# ---- fuzzy_pwm_out ----
fuzzy_pwm_out/final_placement.png
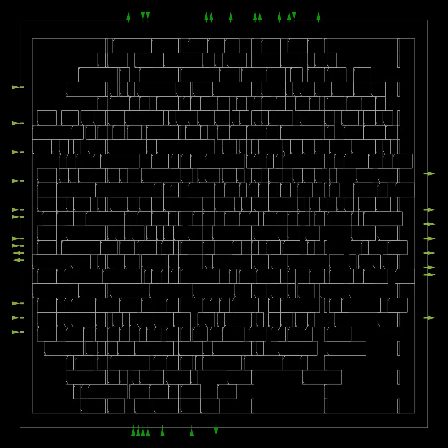

### config.mk
export PLATFORM = sky130hd
export DESIGN_NAME = fuzzy_pwm_out
export DESIGN_NICKNAME = d
export VERILOG_FILES = /design/src/rtl/fuzzy_pwm_out.sv
export SDC_FILE = /design/constraint.sdc
export NUM_CORES = 1
export LEC_CHECK = 0
export CAP_MARGIN = 20
export CORE_MARGIN = 2
export CORE_UTILIZATION = 55
export DETAILED_ROUTE_END_ITERATION = 8
export PLACE_DENSITY = 0.9
export REMOVE_ABC_BUFFERS = 1
export SLEW_MARGIN = 20
export SYNTH_ARGS = -nofsm -noshare
export SYNTH_HDL_FRONTEND = slang
export SYNTH_SLANG_ARGS = --single-unit
### constraint.sdc
create_clock -name clk -period 3.4 [get_ports clk]
set_clock_uncertainty 0.15 [all_clocks]
set_input_delay 0.51 -clock clk [delete_from_list [all_inputs] [get_ports clk]]
set_output_delay 0.51 -clock clk [all_outputs]
set_load 0.02 [all_outputs]
### src/rtl/fuzzy_pwm_out.sv
// fuzzy_pwm_out: clamps and slew-limits coprocessor results into a 100-step PWM duty,
// with a watchdog that falls back to a safe duty when results stop arriving.
module fuzzy_pwm_out #(
    parameter int PRESC_W         = 8,
    parameter int SLEW_MAX        = 5,
    parameter int TIMEOUT_PERIODS = 16,
    parameter int SAFE_DUTY       = 0
) (
    input  logic               clk,
    input  logic               rst,
    input  logic               en,
    input  logic [PRESC_W-1:0] presc,
    input  logic               valid,
    input  logic [7:0]         G_in,
    output logic               pwm_out,
    output logic [7:0]         duty_cur,
    output logic [7:0]         target,
    output logic               period_start,
    output logic               clamp_evt,
    output logic               timeout
);
    localparam logic signed [8:0] SLEW = 9'(SLEW_MAX);
    localparam logic [7:0] TMO = 8'(TIMEOUT_PERIODS);
    localparam logic [7:0] SAFE = 8'(SAFE_DUTY);

    logic [PRESC_W-1:0] r_pcnt;
    logic [6:0]         r_phase;
    logic [7:0]         r_wcnt;
    logic               w_tick;
    logic               w_bnd;
    logic               w_over;
    logic [7:0]         w_g_clamp;
    logic signed [8:0]  w_d;
    logic [7:0]         w_slewed;

    assign w_tick    = en && (r_pcnt == presc);
    assign w_bnd     = w_tick && (r_phase == 7'd99);
    assign w_over    = G_in > 8'd100;
    assign w_g_clamp = w_over ? 8'd100 : G_in;
    assign w_d       = $signed({1'b0, target}) - $signed({1'b0, duty_cur});
    // Slew always sees the registered target, so a same-cycle capture takes effect next period
    assign w_slewed  = (w_d > SLEW)  ? duty_cur + 8'(SLEW_MAX) :
                       (w_d < -SLEW) ? duty_cur - 8'(SLEW_MAX) : target;

    always_ff @(posedge clk) begin
        if (rst) begin
            r_pcnt       <= '0;
            r_phase      <= '0;
            r_wcnt       <= '0;
            duty_cur     <= '0;
            target       <= SAFE;
            pwm_out      <= 1'b0;
            period_start <= 1'b0;
            clamp_evt    <= 1'b0;
            timeout      <= 1'b0;
        end else begin
            // pcnt above a freshly lowered presc clears without producing a tick
            r_pcnt       <= (!en || r_pcnt >= presc) ? '0 : r_pcnt + 1'b1;
            r_phase      <= !en ? '0 : w_tick ? (w_bnd ? '0 : r_phase + 1'b1) : r_phase;
            pwm_out      <= en && ({1'b0, r_phase} < duty_cur);
            period_start <= w_bnd;
            clamp_evt    <= valid && w_over;
            if (w_bnd)
                duty_cur <= w_slewed;
            if (valid) begin
                target  <= w_g_clamp;
                r_wcnt  <= '0;
                timeout <= 1'b0;
            end else if (w_bnd && r_wcnt != TMO) begin
                r_wcnt <= r_wcnt + 8'd1;
                if (r_wcnt + 8'd1 == TMO) begin
                    timeout <= 1'b1;
                    target  <= SAFE;
                end
            end
        end
    end
endmodule

# ---- bullet_hit_scanner ----
--- src/rtl/bullet_pkg.sv ---
// Shared definitions for the bullet hit scanner: colour codes, packed
// position/size field layout and the scan FSM state type.
package bullet_pkg;

  // One coordinate or extent field; sums of two fields need one extra bit.
  localparam int unsigned FIELD_W = 8;
  localparam int unsigned SUM_W   = FIELD_W + 1;
  localparam int unsigned VEC_W   = 2 * FIELD_W;

  // {x, y} and {width, height} packing inside a 16-bit vector.
  localparam int unsigned X_MSB = 15;
  localparam int unsigned X_LSB = 8;
  localparam int unsigned Y_MSB = 7;
  localparam int unsigned Y_LSB = 0;

  localparam logic [2:0] COLOR_WHITE = 3'b000;
  localparam logic [2:0] COLOR_GREEN = 3'b001;
  localparam logic [2:0] COLOR_BLUE  = 3'b010;

  typedef enum logic [1:0] {
    StIdle,
    StScan,
    StHit,
    StDone
  } scan_state_e;

  function automatic logic [FIELD_W-1:0] field_x(input logic [VEC_W-1:0] v);
    return v[X_MSB:X_LSB];
  endfunction

  function automatic logic [FIELD_W-1:0] field_y(input logic [VEC_W-1:0] v);
    return v[Y_MSB:Y_LSB];
  endfunction

endpackage

--- src/rtl/aabb_overlap.sv ---
// Combinational axis-aligned box overlap test. Box ends are computed at
// 9 bits so boxes near the 255 edge never wrap around to 0. A box with zero
// width or height never overlaps anything.
module aabb_overlap
  import bullet_pkg::*;
(
  input  logic [FIELD_W-1:0] a_x,
  input  logic [FIELD_W-1:0] a_y,
  input  logic [FIELD_W-1:0] a_w,
  input  logic [FIELD_W-1:0] a_h,
  input  logic [FIELD_W-1:0] b_x,
  input  logic [FIELD_W-1:0] b_y,
  input  logic [FIELD_W-1:0] b_w,
  input  logic [FIELD_W-1:0] b_h,
  output logic               overlap
);

  logic [SUM_W-1:0] a_x_end, a_y_end, b_x_end, b_y_end;
  logic             non_empty;

  // Strict-inequality interval overlap on both axes.
  always_comb begin
    a_x_end   = {1'b0, a_x} + {1'b0, a_w};
    a_y_end   = {1'b0, a_y} + {1'b0, a_h};
    b_x_end   = {1'b0, b_x} + {1'b0, b_w};
    b_y_end   = {1'b0, b_y} + {1'b0, b_h};
    non_empty = (a_w != '0) && (a_h != '0) && (b_w != '0) && (b_h != '0);
    overlap   = non_empty
              && ({1'b0, b_x} < a_x_end) && ({1'b0, a_x} < b_x_end)
              && ({1'b0, b_y} < a_y_end) && ({1'b0, a_y} < b_y_end);
  end

endmodule

--- src/rtl/bullet_hit_scanner.sv ---
// Per-frame bullet collision scanner. Walks every bullet slot through the
// bullet table's second read port, pulses is_collide with the slot index on
// each hit and maintains player HP and the sticky dead flag.
// Optional feature macro: HIT_INVULN_EN (post-damage invulnerability frames).
module bullet_hit_scanner
  import bullet_pkg::*;
#(
  parameter int unsigned N_BULLETS     = 8,
  parameter int unsigned IDX_W         = 3,
  parameter int unsigned HP_MAX        = 20,
  parameter int unsigned DMG           = 1,
  parameter int unsigned INVULN_FRAMES = 4
) (
  input  logic             clk,
  input  logic             rst_n,
  input  logic             start,
  input  logic [15:0]      player_pos,
  input  logic [15:0]      player_size,
  input  logic             player_moving,
  output logic [IDX_W-1:0] bullet_index,
  input  logic [15:0]      bullet_pos,
  input  logic [15:0]      bullet_size,
  input  logic [2:0]       bullet_color,
  input  logic             bullet_render,
  output logic             is_collide,
  output logic [7:0]       hp,
  output logic             dead,
  output logic             busy,
  output logic             done
);

`ifdef HIT_INVULN_EN
  localparam bit InvulnEn = 1'b1;
`else
  localparam bit InvulnEn = 1'b0;
`endif

  localparam logic [7:0] DmgW    = 8'(DMG);
  localparam logic [8:0] HpMaxW  = 9'(HP_MAX);
  localparam logic [7:0] HpReset = 8'(HP_MAX);

  scan_state_e      state_q, state_d;
  logic [IDX_W-1:0] idx_q, idx_d;
  logic [2:0]       color_q, color_d;
  logic             moving_q, moving_d;
  logic [7:0]       hp_q, hp_d;
  logic             dead_q, dead_d;
  logic             overlap, slot_hit, last_slot;
  logic             is_damaging, is_heal, blocked, dmg_apply;
  logic [8:0]       hp_heal;

  aabb_overlap u_overlap (
    .a_x     (field_x(player_pos)),
    .a_y     (field_y(player_pos)),
    .a_w     (field_x(player_size)),
    .a_h     (field_y(player_size)),
    .b_x     (field_x(bullet_pos)),
    .b_y     (field_y(bullet_pos)),
    .b_w     (field_x(bullet_size)),
    .b_h     (field_y(bullet_size)),
    .overlap (overlap)
  );

  assign slot_hit  = bullet_render && overlap;
  assign last_slot = (idx_q == IDX_W'(N_BULLETS - 1));

  // Scan FSM: one cycle per slot, an extra HIT cycle per colliding slot.
  always_comb begin
    state_d  = state_q;
    idx_d    = idx_q;
    color_d  = color_q;
    moving_d = moving_q;
    unique case (state_q)
      StIdle: begin
        if (start) begin
          state_d = StScan;
          idx_d   = '0;
        end
      end
      StScan: begin
        if (slot_hit) begin
          // Freeze the hit attributes; the HP effect is applied leaving HIT.
          state_d  = StHit;
          color_d  = bullet_color;
          moving_d = player_moving;
        end else if (last_slot) begin
          state_d = StDone;
        end else begin
          idx_d = idx_q + IDX_W'(1);
        end
      end
      StHit: begin
        if (last_slot) begin
          state_d = StDone;
        end else begin
          state_d = StScan;
          idx_d   = idx_q + IDX_W'(1);
        end
      end
      StDone: begin
        state_d = StIdle;
        idx_d   = '0;
      end
      default: state_d = StIdle;
    endcase
  end

  // HP effect of the hit being reported this cycle.
  always_comb begin
    hp_d        = hp_q;
    dead_d      = dead_q;
    dmg_apply   = 1'b0;
    is_damaging = (color_q == COLOR_WHITE) || ((color_q == COLOR_BLUE) && moving_q);
    is_heal     = (color_q == COLOR_GREEN);
    hp_heal     = {1'b0, hp_q} + {1'b0, DmgW};
    if (state_q == StHit) begin
      if (is_damaging) begin
        if (!blocked) begin
          dmg_apply = 1'b1;
          hp_d      = (hp_q > DmgW) ? hp_q - DmgW : '0;
          if (hp_d == '0) begin
            dead_d = 1'b1;
          end
        end
      end else if (is_heal && !dead_q) begin
        hp_d = (hp_heal > HpMaxW) ? HpReset : hp_heal[7:0];
      end
    end
  end

  // State, slot index, latched hit attributes and HP registers.
  always_ff @(posedge clk or negedge rst_n) begin
    if (!rst_n) begin
      state_q  <= StIdle;
      idx_q    <= '0;
      color_q  <= COLOR_WHITE;
      moving_q <= 1'b0;
      hp_q     <= HpReset;
      dead_q   <= 1'b0;
    end else begin
      state_q  <= state_d;
      idx_q    <= idx_d;
      color_q  <= color_d;
      moving_q <= moving_d;
      hp_q     <= hp_d;
      dead_q   <= dead_d;
    end
  end

  if (InvulnEn) begin : g_invuln
    logic [7:0] inv_q, inv_d;

    // Frame counter: reloads on applied damage, counts down once per scan.
    always_comb begin
      inv_d = inv_q;
      if (dmg_apply) begin
        inv_d = 8'(INVULN_FRAMES);
      end else if (done && (inv_q != '0)) begin
        inv_d = inv_q - 8'd1;
      end
    end

    // Invulnerability counter register.
    always_ff @(posedge clk or negedge rst_n) begin
      if (!rst_n) begin
        inv_q <= '0;
      end else begin
        inv_q <= inv_d;
      end
    end

    assign blocked = (inv_q != '0);
  end else begin : g_no_invuln
    assign blocked = 1'b0;
  end

  assign bullet_index = idx_q;
  assign is_collide   = (state_q == StHit);
  assign busy         = (state_q != StIdle);
  assign done         = (state_q == StDone);
  assign hp           = hp_q;
  assign dead         = dead_q;

endmodule

--- config.mk ---
export PLATFORM = sky130hd
export DESIGN_NAME = bullet_hit_scanner
export DESIGN_NICKNAME = d
export VERILOG_FILES = /design/src/rtl/bullet_pkg.sv /design/src/rtl/aabb_overlap.sv /design/src/rtl/bullet_hit_scanner.sv
export SDC_FILE = /design/constraint.sdc
export NUM_CORES = 1
export LEC_CHECK = 0
export CORE_MARGIN = 4
export CORE_UTILIZATION = 50
export CTS_BUF_LIST = sky130_fd_sc_hd__clkbuf_8
export DETAILED_ROUTE_END_ITERATION = 7
export PLACE_DENSITY = 0.83
export SETUP_SLACK_MARGIN = 0.15
export SLEW_MARGIN = 20
export SYNTH_ARGS = -nofsm -noshare
export SYNTH_HDL_FRONTEND = slang
export SYNTH_HIERARCHICAL = 1
export SYNTH_SLANG_ARGS = --single-unit
export TNS_END_PERCENT = 50
--- constraint.sdc ---
create_clock -name clk -period 2.4 [get_ports clk]
set_input_delay 0.6 -clock clk [delete_from_list [all_inputs] [get_ports clk]]
set_output_delay 0.6 -clock clk [all_outputs]
set_load 0.01 [all_outputs]
# ---- rr_arbiter8 ----
`config.mk`:
```
export PLATFORM = sky130hd
export DESIGN_NAME = rr_arbiter8
export DESIGN_NICKNAME = d
export VERILOG_FILES = /design/src/rtl/rr_arbiter8.sv
export SDC_FILE = /design/constraint.sdc
export NUM_CORES = 1
export LEC_CHECK = 0
export CORE_MARGIN = 2
export CORE_UTILIZATION = 34
export CTS_CLUSTER_DIAMETER = 30
export DETAILED_ROUTE_END_ITERATION = 10
export SLEW_MARGIN = 20
export SYNTH_ARGS = -nofsm -noshare
export SYNTH_HDL_FRONTEND = slang
export SYNTH_SLANG_ARGS = --single-unit
```
`constraint.sdc`:
```
create_clock -name clk -period 4.1 [get_ports clk]
set_clock_uncertainty 0.15 [all_clocks]
set_input_delay 0.41 -clock clk [delete_from_list [all_inputs] [get_ports clk]]
set_output_delay 0.41 -clock clk [all_outputs]
set_load 0.02 [all_outputs]
```
`src/rtl/rr_arbiter8.sv`:
```
// Eight-way round-robin arbiter with a registered one-hot grant, hold-time limit
// and a one-cycle timeout pulse when the hold limit revokes a grant.
module rr_arbiter8 #(
    parameter int unsigned HOLD_MAX = 15
) (
    input  logic       clk,
    input  logic       rst,
    input  logic       en,
    input  logic [7:0] req,
    input  logic       done,
    output logic [7:0] grant,
    output logic       busy,
    output logic       timeout
);

    typedef enum logic {
        IDLE,
        GRANT
    } state_t;

    localparam logic [7:0] HCNT_LAST = 8'(HOLD_MAX - 1);

    state_t     state, state_nxt;
    logic [2:0] ptr, ptr_nxt;
    logic [2:0] gidx, gidx_nxt;
    logic [7:0] hcnt, hcnt_nxt;
    logic [7:0] grant_nxt;
    logic       busy_nxt;
    logic       timeout_nxt;

    logic [2:0] pick;
    logic [2:0] cand;
    logic       pick_vld;
    logic       drop;
    logic       hit;
    logic       advance;
    logic       release_now;

    // Walk the offsets from farthest to nearest so the nearest set request wins.
    always_comb begin
        pick     = '0;
        cand     = '0;
        pick_vld = 1'b0;
        for (int i = 7; i >= 0; i--) begin
            cand = ptr + 3'(i);
            if (req[cand]) begin
                pick     = cand;
                pick_vld = 1'b1;
            end
        end
    end

    assign drop        = ~req[gidx];
    assign hit         = (hcnt == HCNT_LAST);
    assign advance     = done | drop | hit;
    assign release_now = advance | ~en;

    always_comb begin
        state_nxt   = state;
        ptr_nxt     = ptr;
        gidx_nxt    = gidx;
        hcnt_nxt    = hcnt;
        grant_nxt   = grant;
        timeout_nxt = 1'b0;
        unique case (state)
            IDLE: begin
                grant_nxt = '0;
                if (en && pick_vld) begin
                    state_nxt = GRANT;
                    gidx_nxt  = pick;
                    hcnt_nxt  = '0;
                    grant_nxt = 8'(1) << pick;
                end
            end
            GRANT: begin
                if (release_now) begin
                    state_nxt   = IDLE;
                    grant_nxt   = '0;
                    hcnt_nxt    = '0;
                    // A done or a dropped request is an orderly release, never a timeout.
                    timeout_nxt = hit & ~done & ~drop;
                    if (advance) begin
                        ptr_nxt = gidx + 3'd1;
                    end
                end else begin
                    hcnt_nxt = hcnt + 8'd1;
                end
            end
        endcase
        busy_nxt = (state_nxt == GRANT);
    end

    // NOTE: state registers use non-blocking assignments so every flop samples
    // pre-edge values regardless of process ordering.
    always_ff @(posedge clk) begin
        if (rst) begin
            state   <= IDLE;
            ptr     <= '0;
            gidx    <= '0;
            hcnt    <= '0;
            grant   <= '0;
            busy    <= 1'b0;
            timeout <= 1'b0;
        end else begin
            state   <= state_nxt;
            ptr     <= ptr_nxt;
            gidx    <= gidx_nxt;
            hcnt    <= hcnt_nxt;
            grant   <= grant_nxt;
            busy    <= busy_nxt;
            timeout <= timeout_nxt;
        end
    end

endmodule
```
# ---- mem_access_unit ----
### config.mk
export PLATFORM = sky130hd
export DESIGN_NAME = mem_access_unit
export DESIGN_NICKNAME = d
export VERILOG_FILES = /design/src/rtl/pipe_buf_reg_pkg.sv /design/src/rtl/mem_access_unit_lane_align.sv /design/src/rtl/mem_access_unit.sv
export SDC_FILE = /design/constraint.sdc
export NUM_CORES = 1
export LEC_CHECK = 0
export CORE_AREA = 2 2 190 192
export CTS_CLUSTER_SIZE = 20
export DETAILED_ROUTE_END_ITERATION = 10
export DIE_AREA = 0 0 192 194
export GPL_ROUTABILITY_DRIVEN = 0
export SLEW_MARGIN = 20
export SYNTH_ARGS = -nofsm -noshare
export SYNTH_HDL_FRONTEND = slang
export SYNTH_HIERARCHICAL = 1
export SYNTH_SLANG_ARGS = --single-unit
export TNS_END_PERCENT = 5
### constraint.sdc
create_clock -name clk -period 5.96 [get_ports clk]
set_clock_uncertainty 0.1 [all_clocks]
set_input_delay 1.192 -clock clk [delete_from_list [all_inputs] [get_ports clk]]
set_output_delay 1.192 -clock clk [all_outputs]
set_load 0.05 [all_outputs]
### src/rtl/pipe_buf_reg_pkg.sv
// Pipeline buffer types shared by the MEM stage: EX/MEM and MEM/WB records,
// load/store func3 encodings and the MEM/WB bubble constant.
package Pipe_Buf_Reg_PKG;

    typedef struct packed {
        logic        RegWrite;
        logic        MemtoReg;
        logic        MemRead;
        logic        MemWrite;
        logic [31:0] Pc_Imm;
        logic [31:0] Pc_Four;
        logic [31:0] Imm_Out;
        logic [31:0] Alu_Result;
        logic [31:0] RD_Two;
        logic [4:0]  rd;
        logic [2:0]  func3;
        logic [31:0] Curr_Instr;
    } ex_mem_reg;

    typedef struct packed {
        logic        RegWrite;
        logic        MemtoReg;
        logic [31:0] Pc_Imm;
        logic [31:0] Pc_Four;
        logic [31:0] Imm_Out;
        logic [31:0] Alu_Result;
        logic [31:0] MemReadData;
        logic [4:0]  rd;
        logic [31:0] Curr_Instr;
    } mem_wb_reg;

    localparam logic [2:0] F3_LB  = 3'b000;
    localparam logic [2:0] F3_LH  = 3'b001;
    localparam logic [2:0] F3_LW  = 3'b010;
    localparam logic [2:0] F3_LBU = 3'b100;
    localparam logic [2:0] F3_LHU = 3'b101;
    localparam logic [2:0] F3_SB  = 3'b000;
    localparam logic [2:0] F3_SH  = 3'b001;
    localparam logic [2:0] F3_SW  = 3'b010;

    localparam mem_wb_reg MEM_WB_BUBBLE = '0;

    // Build a MEM/WB record from the EX/MEM entry plus the formatted load word.
    function automatic mem_wb_reg to_mem_wb(ex_mem_reg e, logic [31:0] rd_data);
        mem_wb_reg w;
        w.RegWrite    = e.RegWrite;
        w.MemtoReg    = e.MemtoReg;
        w.Pc_Imm      = e.Pc_Imm;
        w.Pc_Four     = e.Pc_Four;
        w.Imm_Out     = e.Imm_Out;
        w.Alu_Result  = e.Alu_Result;
        w.MemReadData = rd_data;
        w.rd          = e.rd;
        w.Curr_Instr  = e.Curr_Instr;
        return w;
    endfunction

endpackage

### src/rtl/mem_access_unit_lane_align.sv
// Byte-lane steering: store byte-enables/replicated data, load extension and
// legality of the access size/alignment.
module mem_lane_align
    import Pipe_Buf_Reg_PKG::*;
(
    input  logic [1:0]  addr_lo,
    input  logic [2:0]  func3,
    input  logic        mem_read,
    input  logic        mem_write,
    input  logic [31:0] rs2,
    input  logic [31:0] rdata,
    output logic [3:0]  be,
    output logic [31:0] wdata,
    output logic [31:0] load_data,
    output logic        illegal
);

    logic [31:0] shifted;

    // Lane formatting and legality decode.
    always_comb begin
        be        = 4'b1111;
        wdata     = rs2;
        load_data = rdata;
        illegal   = 1'b0;
        shifted   = rdata >> {addr_lo, 3'b000};
        if (mem_read && mem_write) begin
            illegal = 1'b1;
        end else if (mem_write) begin
            case (func3)
                F3_SB: begin
                    be    = 4'b0001 << addr_lo;
                    wdata = {4{rs2[7:0]}};
                end
                F3_SH: begin
                    be      = 4'b0011 << addr_lo;
                    wdata   = {2{rs2[15:0]}};
                    illegal = addr_lo[0];
                end
                F3_SW:   illegal = (addr_lo != 2'b00);
                default: illegal = 1'b1;
            endcase
        end else if (mem_read) begin
            case (func3)
                F3_LB:  load_data = {{24{shifted[7]}}, shifted[7:0]};
                F3_LBU: load_data = {24'h0, shifted[7:0]};
                F3_LH: begin
                    load_data = {{16{shifted[15]}}, shifted[15:0]};
                    illegal   = addr_lo[0];
                end
                F3_LHU: begin
                    load_data = {16'h0, shifted[15:0]};
                    illegal   = addr_lo[0];
                end
                F3_LW:   illegal = (addr_lo != 2'b00);
                default: illegal = 1'b1;
            endcase
        end
    end

endmodule

### src/rtl/mem_access_unit.sv
// MEM-stage controller: issues data-memory requests over a req/ready
// handshake, stalls upstream while outstanding, and produces the MEM/WB buffer.
module mem_access_unit
    import Pipe_Buf_Reg_PKG::*;
#(
    parameter int unsigned DM_ADDR_W = 9
) (
    input  logic                 clk,
    input  logic                 reset,
    input  ex_mem_reg            ex_mem_in,
    input  logic                 ex_mem_valid,
    output logic                 mem_req,
    output logic                 mem_we,
    output logic [DM_ADDR_W-1:0] mem_addr,
    output logic [31:0]          mem_wdata,
    output logic [3:0]           mem_be,
    input  logic                 mem_ready,
    input  logic [31:0]          mem_rdata,
    output logic                 mem_stall,
    output mem_wb_reg            mem_wb_out,
    output logic                 mem_wb_valid,
    output logic                 mem_fault
);

    typedef enum logic [1:0] {StIdle, StReq, StDone} state_e;

    state_e               state_q, state_d;
    logic                 req_we_q, req_we_d;
    logic [DM_ADDR_W-1:0] req_addr_q, req_addr_d;
    logic [1:0]           req_lo_q, req_lo_d;
    logic [31:0]          req_wdata_q, req_wdata_d;
    logic [3:0]           req_be_q, req_be_d;
    logic [2:0]           req_func3_q, req_func3_d;
    mem_wb_reg            wb_q, wb_d;
    logic                 wb_valid_q, wb_valid_d;
    logic                 fault_q, fault_d;

    logic        mem_op;
    logic [1:0]  al_lo;
    logic [2:0]  al_func3;
    logic        al_read, al_write;
    logic [3:0]  al_be;
    logic [31:0] al_wdata, al_load;
    logic        al_illegal;

    assign mem_op = ex_mem_valid & (ex_mem_in.MemRead | ex_mem_in.MemWrite);

    // In REQ the aligner formats the returning word from the latched request.
    always_comb begin
        al_lo    = ex_mem_in.Alu_Result[1:0];
        al_func3 = ex_mem_in.func3;
        al_read  = ex_mem_in.MemRead;
        al_write = ex_mem_in.MemWrite;
        if (state_q == StReq) begin
            al_lo    = req_lo_q;
            al_func3 = req_func3_q;
            al_read  = ~req_we_q;
            al_write = req_we_q;
        end
    end

    mem_lane_align u_align (
        .addr_lo   (al_lo),
        .func3     (al_func3),
        .mem_read  (al_read),
        .mem_write (al_write),
        .rs2       (ex_mem_in.RD_Two),
        .rdata     (mem_rdata),
        .be        (al_be),
        .wdata     (al_wdata),
        .load_data (al_load),
        .illegal   (al_illegal)
    );

    // Next-state, request latching, MEM/WB formation and stall.
    always_comb begin
        state_d     = state_q;
        req_we_d    = req_we_q;
        req_addr_d  = req_addr_q;
        req_lo_d    = req_lo_q;
        req_wdata_d = req_wdata_q;
        req_be_d    = req_be_q;
        req_func3_d = req_func3_q;
        wb_d        = MEM_WB_BUBBLE;
        wb_valid_d  = 1'b0;
        fault_d     = 1'b0;
        mem_stall   = 1'b0;
        case (state_q)
            StIdle: begin
                if (!mem_op) begin
                    if (ex_mem_valid) wb_d = to_mem_wb(ex_mem_in, 32'h0);
                    wb_valid_d = ex_mem_valid;
                end else if (al_illegal) begin
                    fault_d = 1'b1;
                end else begin
                    mem_stall   = 1'b1;
                    req_we_d    = ex_mem_in.MemWrite;
                    req_addr_d  = {ex_mem_in.Alu_Result[DM_ADDR_W-1:2], 2'b00};
                    req_lo_d    = ex_mem_in.Alu_Result[1:0];
                    req_wdata_d = al_wdata;
                    req_be_d    = al_be;
                    req_func3_d = ex_mem_in.func3;
                    state_d     = StReq;
                end
            end
            StReq: begin
                mem_stall = 1'b1;
                if (mem_ready) begin
                    wb_d       = to_mem_wb(ex_mem_in, req_we_q ? 32'h0 : al_load);
                    wb_valid_d = 1'b1;
                    state_d    = StDone;
                end
            end
            StDone:  state_d = StIdle;
            default: state_d = StIdle;
        endcase
    end

    // State and output registers; reset abandons any outstanding access.
    always_ff @(posedge clk) begin
        if (reset) begin
            state_q     <= StIdle;
            req_we_q    <= 1'b0;
            req_addr_q  <= '0;
            req_lo_q    <= 2'b00;
            req_wdata_q <= 32'h0;
            req_be_q    <= 4'h0;
            req_func3_q <= 3'b000;
            wb_q        <= MEM_WB_BUBBLE;
            wb_valid_q  <= 1'b0;
            fault_q     <= 1'b0;
        end else begin
            state_q     <= state_d;
            req_we_q    <= req_we_d;
            req_addr_q  <= req_addr_d;
            req_lo_q    <= req_lo_d;
            req_wdata_q <= req_wdata_d;
            req_be_q    <= req_be_d;
            req_func3_q <= req_func3_d;
            wb_q        <= wb_d;
            wb_valid_q  <= wb_valid_d;
            fault_q     <= fault_d;
        end
    end

    assign mem_req      = (state_q == StReq);
    assign mem_we       = req_we_q;
    assign mem_addr     = req_addr_q;
    assign mem_wdata    = req_wdata_q;
    assign mem_be       = req_be_q;
    assign mem_wb_out   = wb_q;
    assign mem_wb_valid = wb_valid_q;
    assign mem_fault    = fault_q;

endmodule

fuzzy_pwm_out/cell_classes.png
The bar under the picture is 20 um long.
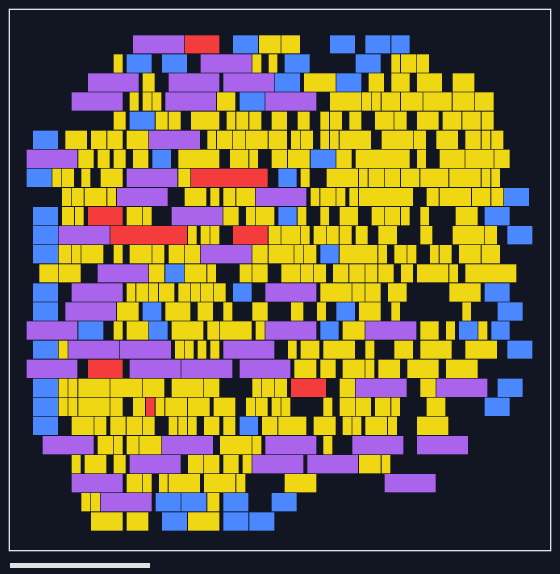
other buffers and delay cells -> blue  # cells 53, share of their area 14%
flops -> purple  # cells 43, share of their area 25%
all other logic -> yellow  # cells 308, share of their area 58%
clock drivers and dummy loads -> red  # cells 8, share of their area 3.8%

## Picture notes: fuzzy_pwm_out/final_placement.png
post-layout instance count excluding filler cells: 482
number of standard-cell rows in the floorplan: 26
sequential cells: 43

==> notes.org, fuzzy_pwm_out <==
#+TITLE: Physical design notes

** Layout
- Number of multi-input combinational cells :: 279
- By area, multi-input combinational cells come first.
- Clock buffer cells :: 6
- Sequential cell area share :: 23.95%

** Routing
- Final Routed Wirelength :: 7075 um
- Wire segments on met2 add up to 3509 um in the final route.
- Uppermost layer routed :: met4
- The first TritonRoute pass finished after 4 iterations.

** Status
- Result of the run :: finished, final reports clean

** Placement
- Post-detail-place hpwl :: 5431 um

** STA
- Worst-case headroom to the max-slew limit :: 56.64%
- Across all setup checks in the final design, the least slack found is 0.1774 ns.
- Smallest hold slack :: 0.3077 ns

** Critical path
- At the worst endpoint, the required time is 3.44 ns.
- Path depth of the worst reg2reg path :: 10
- Startpoint Class :: flop
- Crit-path slowest cell :: sky130_fd_sc_hd__dfxtp_1
- For the worst setup path, the data arrival time is 3.26 ns.

** Yosys
- The area recorded from the Yosys report for this design is 0.002929 mm2.
- Leading register cell type out of synthesis :: sky130_fd_sc_hd__dfxtp_1
- Share of the synthesized netlist area taken by xor and xnor gates :: 7.176%
- Gate count after technology mapping :: 361
- The synthesis stat section lists a flop and latch total of 43.
- The cell-mix breakdown from Yosys lists the compound-gate area share as 18.97%.

** Job
- Across the run, the number of max-cap violations was 0.

** Min path
- STA lists the startpoint of the worst hold path as timeout$_SDFFE_PP0P_.

** GRT
- Global-route wire length before repair :: 11810 um
- The global routing report lists met1 layer usage as 30.95%.
- Recorded from the global router log, the overflow total was 0.
- met2 track demand over resource after global routing is 43.16%.
- The global routing stage identified its most utilized layer as met2.
- The number of global-route vias before repair came to 2649.

** Pwr
- Per the OpenROAD power report, leakage power amounts to 1.423 nW.
- The internal power of the cells totals 0.8981 mW.
- Net Switching :: 0.2994 mW

** Clocking
- Clk root buf :: sky130_fd_sc_hd__clkbuf_8

** Floorplan
- Total die size :: 0.005925 mm2
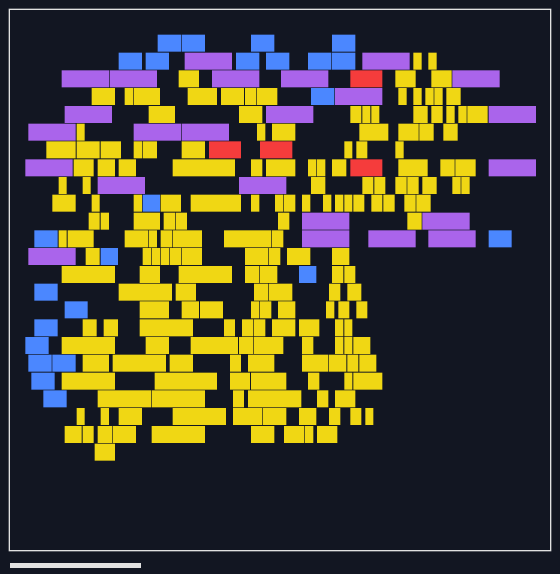
rr_arbiter8/cell_classes.png
The bar under the picture is 20 um long.
other buffers and delay cells -> blue  # cells 24, share of their area 10%
flops -> purple  # cells 24, share of their area 21%
all other logic -> yellow  # cells 190, share of their area 67%
clock drivers and dummy loads -> red  # cells 4, share of their area 2.4%

==> notes.org, rr_arbiter8 <==
#+TITLE: Physical design notes

** Routing
- Per the detail_route log, met2 wirelength is 2365 um.
- Using the TritonRoute via totals, the vias-per-cell ratio works out to 5.770.

** Yosys
- Most popular library cell in the synthesized design by count :: sky130_fd_sc_hd__dfxtp_1
- Synthesized netlist net count :: 242
- Post-synthesis, Yosys gives the total cell area as 0.002101 mm2.
- Top-area cell type share of the netlist area :: 22.87%
- Counting flops with an async set or reset pin after synthesis yields a share of 0%.
- Summing every instance area after synthesis gives 0.002101 mm2.
- Complex Gates by Area :: 23.41%
- After synthesis, the cell types taking the most area are sky130_fd_sc_hd__dfxtp_1, sky130_fd_sc_hd__mux4_2, sky130_fd_sc_hd__mux2i_1, sky130_fd_sc_hd__nand2_1, sky130_fd_sc_hd__nor2_1.
- Count of unique library cells instantiated by Yosys :: 63
- Yosys reports the multiplexer fraction of the synthesized area as 23.17%.
- Of the total synthesized cell area, the portion taken by full adders, half adders and majority gates is 2.978%.
- Portion of the post-synthesis area used by sequential elements :: 22.87%

** STA
- Worst-case headroom to the max-slew limit :: 45.24%
- On the final layout, the worst hold slack is 0.3266 ns.
- Looking at the max-slew report, the worst-margin pin has a slew of 0.8188 ns.
- In this build the clock could be raised as far as 0.3096 GHz.
- Setup repair after global routing left no endpoint under its margin.
- Setup total negative slack on the finished layout was measured at 0 ns.
- The final timing report derives a shortest allowable period of 3.230 ns.
- Pins over their slew limit in the final report were tallied at 0.

** Critical path
- Counting cells, the worst reg-to-reg path comes to 9.
- Kind of cell with the highest combined delay on the critical path :: AND-OR/OR-AND gates
- Startpoint Class :: flop
- Crit path capture :: grant[7]$_SDFFE_PP0P_
- Reg2Reg Setup Slack :: 0.87 ns
- Data required time of the critical path :: 4.11 ns

** Floorplan
- The floorplan has 28 rows.
- Once the floorplan was initialized, standard cells occupied 35.27% of the core.
- For this floorplan the total number of well-tap instances is 75.

** Min path
- The type recorded for the worst min-delay path is reg -> reg.

** Placement
- Area of placed instances :: 0.002345 mm2
- Placed cell count :: 313

** Clocking
- Per the CTS log, the buffer count on the longest clock path is 2.
- Counting the buffers created by CTS gives 3.

** GRT
- GRT busiest layer :: met2

** Layout
- Fraction of cell area in non-clock buffers :: 9.698%
- Most common logic cell in the routed design :: sky130_fd_sc_hd__dfxtp_1
- After routing the design area is 0.002400 mm2.
- Nets :: 260
- Footprint of the multi-input gates :: 0.001494 mm2
- Registers represent a cell area share of 20.02%.

** Status
- Result of the run :: finished, final reports clean

** Pwr
- Leakage :: 0.8289 nW
- Switching Share :: 36.17%
- Combinational logic burns 42.9% of the power.
- Clock Power Share :: 22.0%
- Power of the clock network :: 0.159 mW

** Job
- The stage logs contain a warning count of 28.
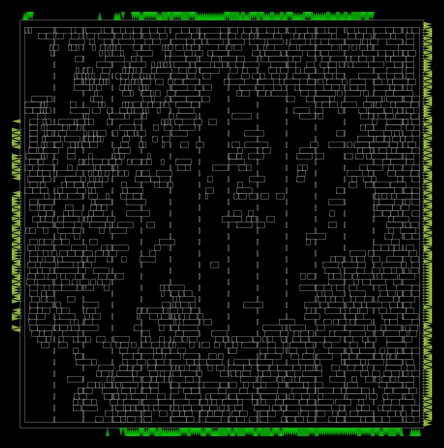
mem_access_unit/final_placement.png
final core occ: 43.43%
number of tap cells added at floorplan: 461
post-layout instance count excluding filler cells: 1823
area of the core region: 0.03522 mm2

==> notes.org, mem_access_unit <==
#+TITLE: Physical design notes

** Status
- Result of the run :: finished, final reports clean

** GRT
- In the global route stage, met1 resource usage came out at 19.67%.
- The number of antenna violations at the first check in global routing came to 7.
- Global-route wire length before repair :: 45980 um

** Pwr
- The largest share of the power goes to clock.
- In the power breakdown, the internal column shows 3.244 mW.
- VDD sags by at most 0.0002435 V.
- Combinational cell fraction of total power :: 16.9%
- The share of total power dissipated in the clock network is 42.8%.

** Routing
- In this run the remaining antenna-violating nets after routing total 0.
- The routed design has 31830 um of wire.

** Min path
- In this run the worst hold path is classified as reg -> reg.

** Clocking
- As reported, the later end of the worst-skew pair has a clock insertion delay of 0.54 ns.
- Cell resize tally after clock tree synthesis :: 0
- In this run, CTS created clock tree buffers numbering 29.
- TritonCTS clock tree :: yes
- TritonCTS Sinks :: 252

** STA
- Setup repair after global routing left no endpoint under its margin.
- The clock period could shrink to 5.034 ns.

** Layout
- Largest area class, layout :: sequential cells
- The final layout contains 1578 nets.
- Most common logic cell in the routed design :: sky130_fd_sc_hd__clkdlybuf4s50_1
- Between the synthesized netlist and the finished layout, the area growth was recorded as 67.54%.

** Job
- Reported max-cap violation count :: 0

** Yosys
- And+or+nand+nor area frac :: 26.58%
- Share of the synthesized netlist area taken by xor and xnor gates :: 0%
- The synthesized design spends more area on one cell type than any other, namely sky130_fd_sc_hd__dfxtp_1.
- Largest cells by area :: sky130_fd_sc_hd__dfxtp_1, sky130_fd_sc_hd__nor2b_1, sky130_fd_sc_hd__mux2i_1, sky130_fd_sc_hd__nand2b_1, sky130_fd_sc_hd__and2_1

** Critical path
- Walking the critical path from launch to capture passes 8 cell instances.
- The critical path is of the in -> out type.
- Endpoint arrival time on the critical path :: 3.74 ns
- Worst R2R End :: mem_wdata[18]$_SDFFE_PP0P_

** Floorplan
- According to the I/O placement log, the pin count is 489.

** Placement
- Dpl ws :: 0.9491 ns
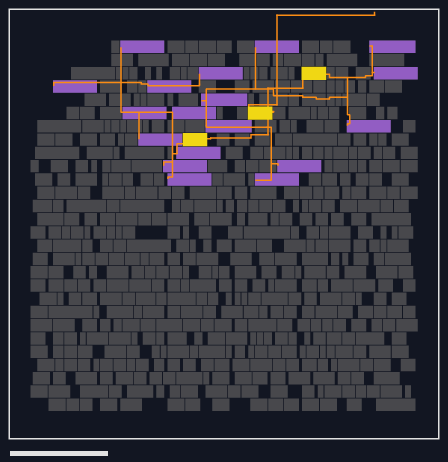
bullet_hit_scanner/clock_map.png
The bar under the picture is 20 um long.
clock wires -> orange  # length 282 um
cells driving clock nets -> yellow  # count 3
flip-flops -> purple  # count 18
routed clock nets = 4

==> notes.org, bullet_hit_scanner <==
#+TITLE: Physical design notes

** Status
- The run finished, with violations left.
- Violated checks :: negative setup slack

** STA
- Share of the cycle needed by the critical path after routing :: 145.4%
- Once routing completed, OpenROAD measured the worst setup slack at -1.091 ns.
- Final setup violation count :: 9

** Clocking
- Clock slew at the register clock pins of the worst setup and hold paths :: 0.07 ns
- H-tree depth :: 1
- CTS saw 18 sinks.

** GRT
- Antenna violations before repair :: 0
- Number of global-route vias before repair :: 3886

** Pwr
- Part of the power in registers :: 20.9%
- The switching portion of total power comes to 45.84%.
- Largest Pwr Group :: combinational cells
- Net Switching :: 1.588 mW

** Critical path
- Along the critical path, the tally of buffer and inverter instances is 1.

** Yosys
- Gate count after technology mapping :: 372
- The synthesized design contains 0 enable-type register cells.
- In the post-synthesis netlist, the biggest area contributors are sky130_fd_sc_hd__ha_1, sky130_fd_sc_hd__dfrtp_1, sky130_fd_sc_hd__o21ai_0, sky130_fd_sc_hd__xnor2_1, sky130_fd_sc_hd__xor2_1.
- Yosys reported that registers with async set or reset make up 100.0%.

** Layout
- For the completed layout, the total cell area is recorded as 0.005165 mm2.
- Clock buffer cells :: 4

** Placement
- The wire-length estimate of the detail-placed layout is 8373 um.

** Min path
- Hold Path Class :: reg -> reg

** Routing
- Using the TritonRoute via totals, the vias-per-cell ratio works out to 5.998.
- Violation count after the first detailed-route iteration :: 176
- In the per-layer summary, the met1 wirelength comes to 4369 um.

==> layout pictures side by side <==
PDN straps and rails.
Plate I
The bar under the picture is 20 um long. Pins as bars on the die edge.
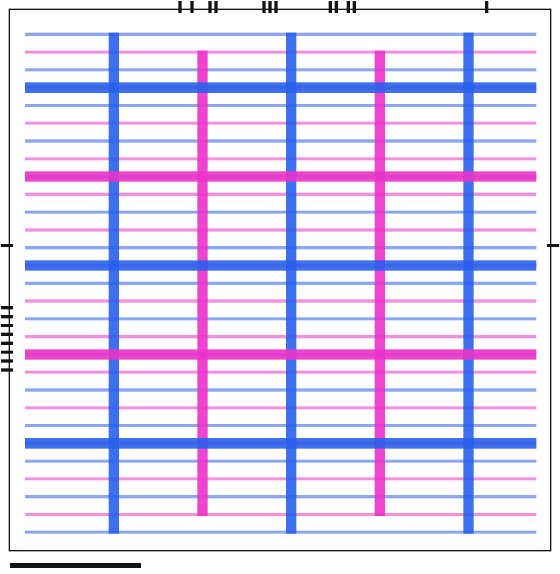
Plate II
The bar under the picture is 20 um long. Pins as bars on the die edge.
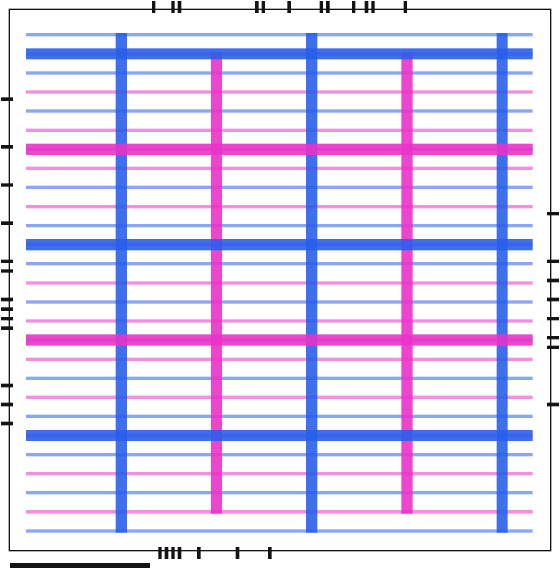
Plate III
The bar under the picture is 20 um long. Pins as bars on the die edge.
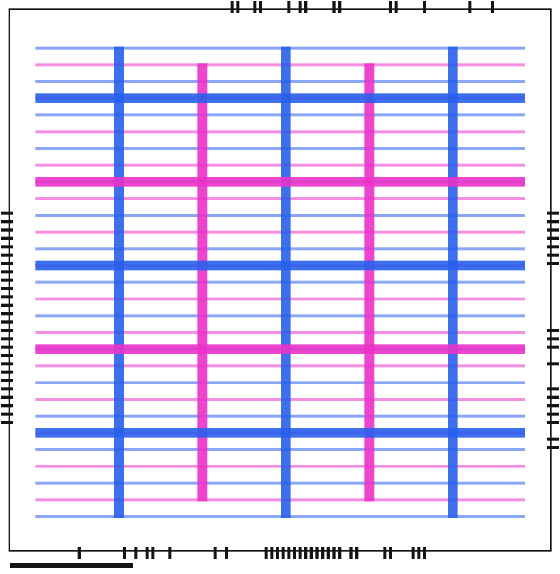
Plate IV
The bar under the picture is 50 um long. Pins as bars on the die edge.
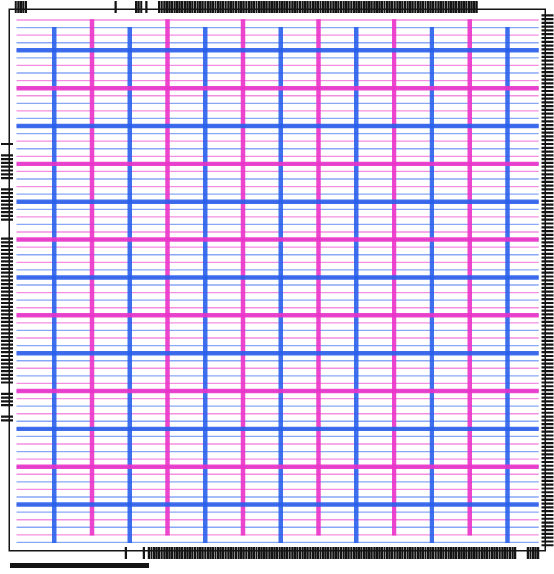
| picture | from |
|---|---|
| Plate I | rr_arbiter8 |
| Plate II | fuzzy_pwm_out |
| Plate IV | mem_access_unit |
| Plate III | bullet_hit_scanner |
Of these, largest die: Plate IV
Of these, most pins: Plate IV

Key to Plate IV:
VSS -> blue
VDD -> magenta
rows = 69
met5 straps = 13
met4 straps = 13
signal pins = 489


# ---- apb_stream_fifo_slave ----
apb_stream_fifo_slave/clock_map.png
The bar under the picture is 50 um long.
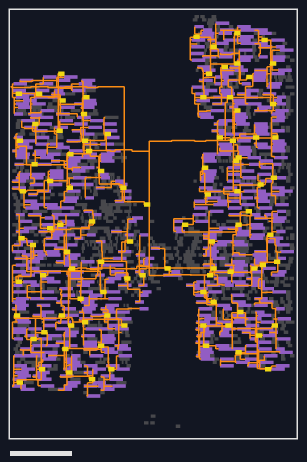
apb_stream_fifo_slave/pdn.png
The bar under the picture is 50 um long. Pins as bars on the die edge.
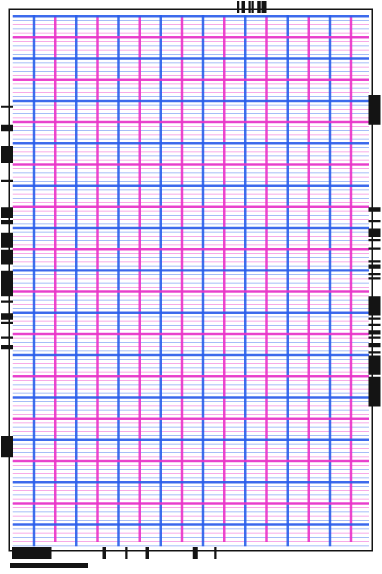
apb_stream_fifo_slave/final_placement.png
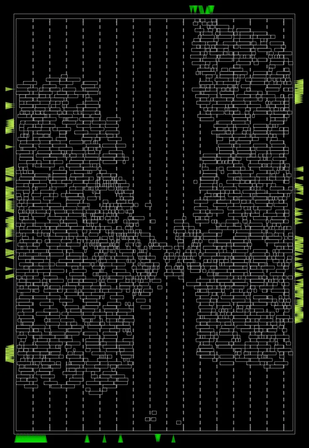
### config.mk
export PLATFORM = sky130hd
export DESIGN_NAME = apb_stream_fifo_slave
export DESIGN_NICKNAME = d
export VERILOG_FILES = /design/src/rtl/apb_stream_fifo_slave.sv
export SDC_FILE = /design/constraint.sdc
export NUM_CORES = 1
export LEC_CHECK = 0
export CAP_MARGIN = 30
export CORE_ASPECT_RATIO = 1.5
export CORE_MARGIN = 1.5
export CORE_UTILIZATION = 30
export CTS_BUF_LIST = sky130_fd_sc_hd__clkbuf_2 sky130_fd_sc_hd__clkbuf_4 sky130_fd_sc_hd__clkbuf_8
export CTS_CLUSTER_SIZE = 16
export DETAILED_ROUTE_END_ITERATION = 6
export PLACE_DENSITY_LB_ADDON = 0.3
export SLEW_MARGIN = 5
export SYNTH_ARGS = -nofsm -noshare
export SYNTH_HDL_FRONTEND = slang
export SYNTH_SLANG_ARGS = --single-unit
### constraint.sdc
create_clock -name PCLK -period 11.09 [get_ports PCLK]
set_clock_uncertainty 0.15 [all_clocks]
set_input_delay 1.109 -clock PCLK [delete_from_list [all_inputs] [get_ports PCLK]]
set_output_delay 1.109 -clock PCLK [all_outputs]
set_load 0.1 [all_outputs]
### src/rtl/apb_stream_fifo_slave.sv
// APB completer: APB writes fill a TX FIFO drained by a valid/ready stream; a stream fills an RX FIFO read over APB.
// Optional build macro APB_PROT_CHECK_EN: unprivileged (PPROT[0]=0) CTRL accesses are rejected with PSLVERR.
module apb_stream_fifo_slave #(
    parameter int unsigned DEPTH       = 8,
    parameter int unsigned WAIT_STATES = 1,
    parameter int unsigned DATA_W      = 32
) (
    input  logic              PCLK,
    input  logic              PRESETn,
    input  logic              PSEL,
    input  logic              PENABLE,
    input  logic              PWRITE,
    input  logic [31:0]       PADDR,
    input  logic [DATA_W-1:0] PWDATA,
    input  logic [3:0]        PSTRB,
    input  logic [2:0]        PPROT,
    output logic              PREADY,
    output logic              PSLVERR,
    output logic [DATA_W-1:0] PRDATA,
    output logic              m_valid,
    output logic [DATA_W-1:0] m_data,
    input  logic              m_ready,
    input  logic              s_valid,
    input  logic [DATA_W-1:0] s_data,
    output logic              s_ready
);
    localparam int unsigned AW = (DEPTH > 1) ? $clog2(DEPTH) : 1;
    localparam int unsigned CW = AW + 1;
    localparam int unsigned WW = 4;
    localparam logic [CW-1:0] FULL_CNT = CW'(DEPTH);
    localparam logic [7:0] A_TXDATA = 8'h00;
    localparam logic [7:0] A_RXDATA = 8'h04;
    localparam logic [7:0] A_STATUS = 8'h08;
    localparam logic [7:0] A_CTRL   = 8'h0C;

    typedef enum logic [1:0] {IDLE, SETUP, ACCESS} state_t;

    state_t              state_q;
    logic [WW-1:0]       cnt_q, cnt_inc;
    logic                pready_q, err_q, err_d, sticky_q, sticky_d;
    logic [DATA_W-1:0]   rdata_q, rdata_d;
    logic                setup_seen, wait_step, arm, done;
    logic                prot_bad;

    logic [DATA_W-1:0]   tx_mem [DEPTH];
    logic [DATA_W-1:0]   rx_mem [DEPTH];
    logic [AW-1:0]       tx_wr_q, tx_wr_d, tx_rd_q, tx_rd_d;
    logic [AW-1:0]       rx_wr_q, rx_wr_d, rx_rd_q, rx_rd_d;
    logic [CW-1:0]       tx_cnt_q, tx_cnt_d, rx_cnt_q, rx_cnt_d;
    logic                m_valid_q, s_ready_q;
    logic [DATA_W-1:0]   m_data_q, m_data_d;
    logic [DATA_W-1:0]   wmask, rx_head, status;
    logic                tx_push, tx_pop, rx_push, rx_pop, rx_wen;
    logic                ctrl_wr, flush_tx, flush_rx, clr_err;
    logic                unused_c;

    assign PREADY  = pready_q;
    assign PSLVERR = err_q;
    assign PRDATA  = rdata_q;
    assign m_valid = m_valid_q;
    assign m_data  = m_data_q;
    assign s_ready = s_ready_q;
    assign unused_c = ^{PADDR[31:8], PPROT};

`ifdef APB_PROT_CHECK_EN
    assign prot_bad = !PPROT[0];
`else
    assign prot_bad = 1'b0;
`endif

    // arm: the coming edge raises PREADY, so response data/error are decided now
    assign setup_seen = (state_q == IDLE) && PSEL && !PENABLE;
    assign wait_step  = (state_q != IDLE) && PSEL && !pready_q;
    assign cnt_inc    = cnt_q + WW'(1);
    assign arm  = (setup_seen && (WAIT_STATES == 0)) || (wait_step && (cnt_inc == WW'(WAIT_STATES)));
    assign done = (state_q != IDLE) && PSEL && PENABLE && pready_q;

    always_ff @(posedge PCLK) begin
        if (!PRESETn) begin
            state_q  <= IDLE;
            cnt_q    <= '0;
            pready_q <= 1'b0;
            err_q    <= 1'b0;
            rdata_q  <= '0;
        end else begin
            pready_q <= arm;
            err_q    <= err_d;
            rdata_q  <= rdata_d;
            case (state_q)
                IDLE: begin
                    if (setup_seen) begin
                        state_q <= SETUP;
                        cnt_q   <= '0;
                    end
                end
                default: begin
                    if (!PSEL || pready_q) begin
                        state_q <= IDLE;
                    end else begin
                        state_q <= ACCESS;
                        cnt_q   <= cnt_inc;
                    end
                end
            endcase
        end
    end

    always_comb begin
        wmask = '0;
        for (int b = 0; b < 4; b++) begin
            if (PSTRB[b]) wmask[8*b +: 8] = PWDATA[8*b +: 8];
        end
    end

    // A completed transfer only has side effects if it was not answered with PSLVERR
    assign tx_push  = done && !err_q && (PADDR[7:0] == A_TXDATA);
    assign rx_pop   = done && !err_q && (PADDR[7:0] == A_RXDATA);
    assign ctrl_wr  = done && !err_q && (PADDR[7:0] == A_CTRL) && PSTRB[0];
    assign flush_tx = ctrl_wr && PWDATA[0];
    assign flush_rx = ctrl_wr && PWDATA[1];
    assign clr_err  = ctrl_wr && PWDATA[2];
    assign tx_pop   = m_valid_q && m_ready;
    assign rx_push  = s_valid && s_ready_q;
    assign rx_wen   = rx_push && !flush_rx;

    always_comb begin
        tx_wr_d  = tx_wr_q + AW'(tx_push);
        tx_rd_d  = tx_rd_q + AW'(tx_pop);
        tx_cnt_d = tx_cnt_q + CW'(tx_push) - CW'(tx_pop);
        if (flush_tx) begin
            tx_rd_d  = tx_wr_q;
            tx_cnt_d = '0;
        end
        rx_wr_d  = rx_wr_q + AW'(rx_push);
        rx_rd_d  = rx_rd_q + AW'(rx_pop);
        rx_cnt_d = rx_cnt_q + CW'(rx_push) - CW'(rx_pop);
        if (flush_rx) begin
            rx_wr_d  = rx_wr_q;
            rx_rd_d  = rx_wr_q;
            rx_cnt_d = '0;
        end
        m_data_d = (tx_push && (tx_wr_q == tx_rd_d)) ? wmask : tx_mem[tx_rd_d];
        sticky_d = sticky_q;
        if (done && err_q) sticky_d = 1'b1;
        if (clr_err)       sticky_d = 1'b0;
    end

    // Response uses the counts that will hold during the PREADY cycle
    assign rx_head = (rx_cnt_q == '0) ? s_data : rx_mem[rx_rd_q];
    assign status  = {11'd0, sticky_d, rx_cnt_d == '0, rx_cnt_d == FULL_CNT,
                      tx_cnt_d == '0, tx_cnt_d == FULL_CNT, 8'(rx_cnt_d), 8'(tx_cnt_d)};

    always_comb begin
        err_d   = 1'b0;
        rdata_d = '0;
        if (arm) begin
            case (PADDR[7:0])
                A_TXDATA: err_d = !PWRITE || (tx_cnt_d == FULL_CNT);
                A_RXDATA: begin
                    err_d = PWRITE || (rx_cnt_d == '0);
                    if (!err_d) rdata_d = rx_head;
                end
                A_STATUS: begin
                    err_d = PWRITE;
                    if (!PWRITE) rdata_d = status;
                end
                A_CTRL:   err_d = !PWRITE || prot_bad;
                default:  err_d = 1'b1;
            endcase
        end
    end

    always_ff @(posedge PCLK) begin
        if (!PRESETn) begin
            tx_wr_q   <= '0;
            tx_rd_q   <= '0;
            tx_cnt_q  <= '0;
            rx_wr_q   <= '0;
            rx_rd_q   <= '0;
            rx_cnt_q  <= '0;
            sticky_q  <= 1'b0;
            m_valid_q <= 1'b0;
            m_data_q  <= '0;
            s_ready_q <= 1'b1;
        end else begin
            tx_wr_q   <= tx_wr_d;
            tx_rd_q   <= tx_rd_d;
            tx_cnt_q  <= tx_cnt_d;
            rx_wr_q   <= rx_wr_d;
            rx_rd_q   <= rx_rd_d;
            rx_cnt_q  <= rx_cnt_d;
            sticky_q  <= sticky_d;
            m_valid_q <= (tx_cnt_d != '0);
            m_data_q  <= m_data_d;
            s_ready_q <= (rx_cnt_d != FULL_CNT);
        end
    end

    always_ff @(posedge PCLK) begin
        if (tx_push) tx_mem[tx_wr_q] <= wmask;
        if (rx_wen)  rx_mem[rx_wr_q] <= s_data;
    end

endmodule

==> notes.org <==
#+TITLE: Physical design notes

** Yosys
- Synthesis produced 1347 cells.
- The cell-mix breakdown from Yosys lists the compound-gate area share as 6.213%.
- Number of synthesized flops with an enable pin :: 512
- The synthesis stat section lists a flop and latch total of 607.
- Mean post-synth cell area :: 17.54 um2
- Share of the synthesized netlist area taken by xor and xnor gates :: 0.5561%
- Leading register cell type out of synthesis :: sky130_fd_sc_hd__edfxtp_1
- Top cells by count, synth :: sky130_fd_sc_hd__edfxtp_1, sky130_fd_sc_hd__mux2i_1, sky130_fd_sc_hd__dfxtp_1, sky130_fd_sc_hd__mux4_2, sky130_fd_sc_hd__o22a_1
- In the Yosys report, the sequential cells make up 73.13% of the chip area.
- Of all flip-flops after synthesis, the portion carrying an async set or reset was 0%.

** Critical path
- Startpoint Class :: input pin
- Worst R2R End :: PRDATA[31]$_SDFF_PN0_
- Per the timing report, the most critical flop-to-flop path originates at PREADY$_SDFF_PN0_.
- The timing report lists the critical path depth as 16 cells.
- CP startpoint :: PADDR[5]
- Crit-path slowest cell :: sky130_fd_sc_hd__nand2_2
- STA classifies the critical path endpoint as a flop.
- The report shows a maximum critical-path fanout of 19.
- Reg2Reg Setup Slack :: 6.93 ns
- Path depth of the worst reg2reg path :: 15
- The setup path with the least slack is of type in -> reg.

** Layout
- Seq. cell area :: 0.01729 mm2
- Number of multi-input combinational cells :: 647
- Inverter tally of the final layout excluding the clock network :: 19
- Clock buffer cells :: 145
- Clock-cell share of area :: 6.995%
- Compared with the post-synthesis result, the final layout area differs by 21.59%.
- Largest area class, layout :: sequential cells
- Fraction of cell area in non-clock buffers :: 7.161%
- Final std cell area, no fill :: 0.02873 mm2
- By instance count after routing, the leading logic cell type is sky130_fd_sc_hd__edfxtp_1.
- According to the finish report, the design has a final net count of 1691.
- Share of final-layout standard cells stronger than drive strength 1 :: 18.83%
- Logic gate fraction of the total cell area :: 20.99%

** STA
- Total negative setup slack :: 0 ns
- Share of the cycle needed by the critical path after routing :: 43.85%
- The most critical hold endpoint after final layout shows a slack of 0.4357 ns.
- Per the finish-stage timing summary, setup violations number 0.
- Worst path setup slack after routing :: 6.227 ns
- The pin closest to its max-slew limit shows a slew of 1.088 ns.
- Final critical delay including setup and external delays :: 4.863 ns

** Clocking
- Maximum root-to-sink buffer count :: 3
- The registers of the reported paths see a clock transition of 0.06 ns.
- Post-CTS repair changed the size of 0 cells.
- H-tree depth :: 3
- In this run the clock root is driven by a sky130_fd_sc_hd__clkbuf_8.
- Buffers added to address setup during post-CTS repair amount to 0.
- TritonCTS Sinks :: 607
- Total clock buffers created by CTS :: 96

** GRT
- In the global route stage, met2 resource usage came out at 23.01%.
- For met3 alone, demand over resource in global routing was 3.679%.
- Maximum number of pins on one net before global-route repair :: 130

** Pwr
- Net Switching :: 1.684 mW
- Summed over the clock group, the power is 1.95 mW.
- The power report lists cell-internal power as 4.106 mW.
- Areal power density over the cells :: 201.6 mW/mm2
- Power drawn by the combinational cells :: 1.22 mW
- Clock Power Share :: 33.6%

** Routing
- Total via count after detailed routing :: 12800
- Final Routed Wirelength :: 55830 um
- DR WL met2 :: 27460 um
- In the per-layer summary, the met1 wirelength comes to 23500 um.

** Floorplan
- Die X :: 232.1 um
- Number of tap cells added at floorplan :: 1016

** Min path
- The endpoint of the worst hold path is reported as rx_rd_q[2]$_SDFF_PN0_.
- Hold Path Class :: reg -> reg

** Job
- The tool warning count for the run is 57.

** Placement
- Routability-driven placement finished with a final weighted congestion of 0.7136.
- Area of placed instances :: 0.02671 mm2

** Status
- The run finished with clean final reports.
Notes on apb_stream_fifo_slave/clock_map.png above:
flip-flops -> purple  # count 607
clock wires -> orange  # length 7410 um
cells driving clock nets -> yellow  # count 96
routed clock nets = 97

Notes on apb_stream_fifo_slave/pdn.png above:
VSS -> blue
VDD -> magenta
met1 rails = 126
rows = 125
signal pins = 178
met5 straps = 25
met4 straps = 16

Notes on apb_stream_fifo_slave/final_placement.png above:
area of the core region: 0.07773 mm2
sequential cells: 607
sequential cell area share: 60.18%



==> screenshots <==
Wiring by layer.
Only two layers are drawn.
panel A
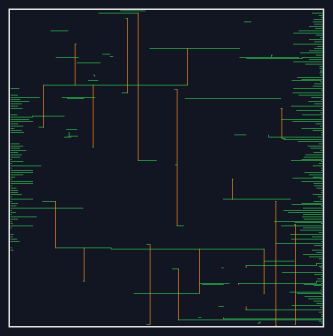
panel B
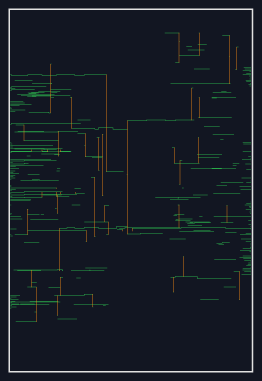
panel C
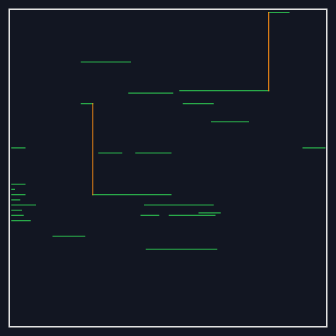
panel D
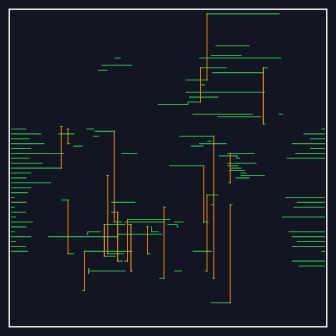
panel E
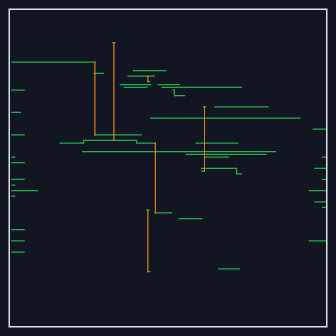
bullet_hit_scanner is panel D.
mem_access_unit is panel A.
rr_arbiter8 is panel C.
fuzzy_pwm_out is panel E.
apb_stream_fifo_slave is panel B.
Of these, most wire: panel B
Of these, least wire: panel C

Key to panel D:
met4 -> orange  # wire length 318 um
met3 -> green  # wire length 678 um

Power figures rest on the tool's default switching activity, not on a simulated workload.
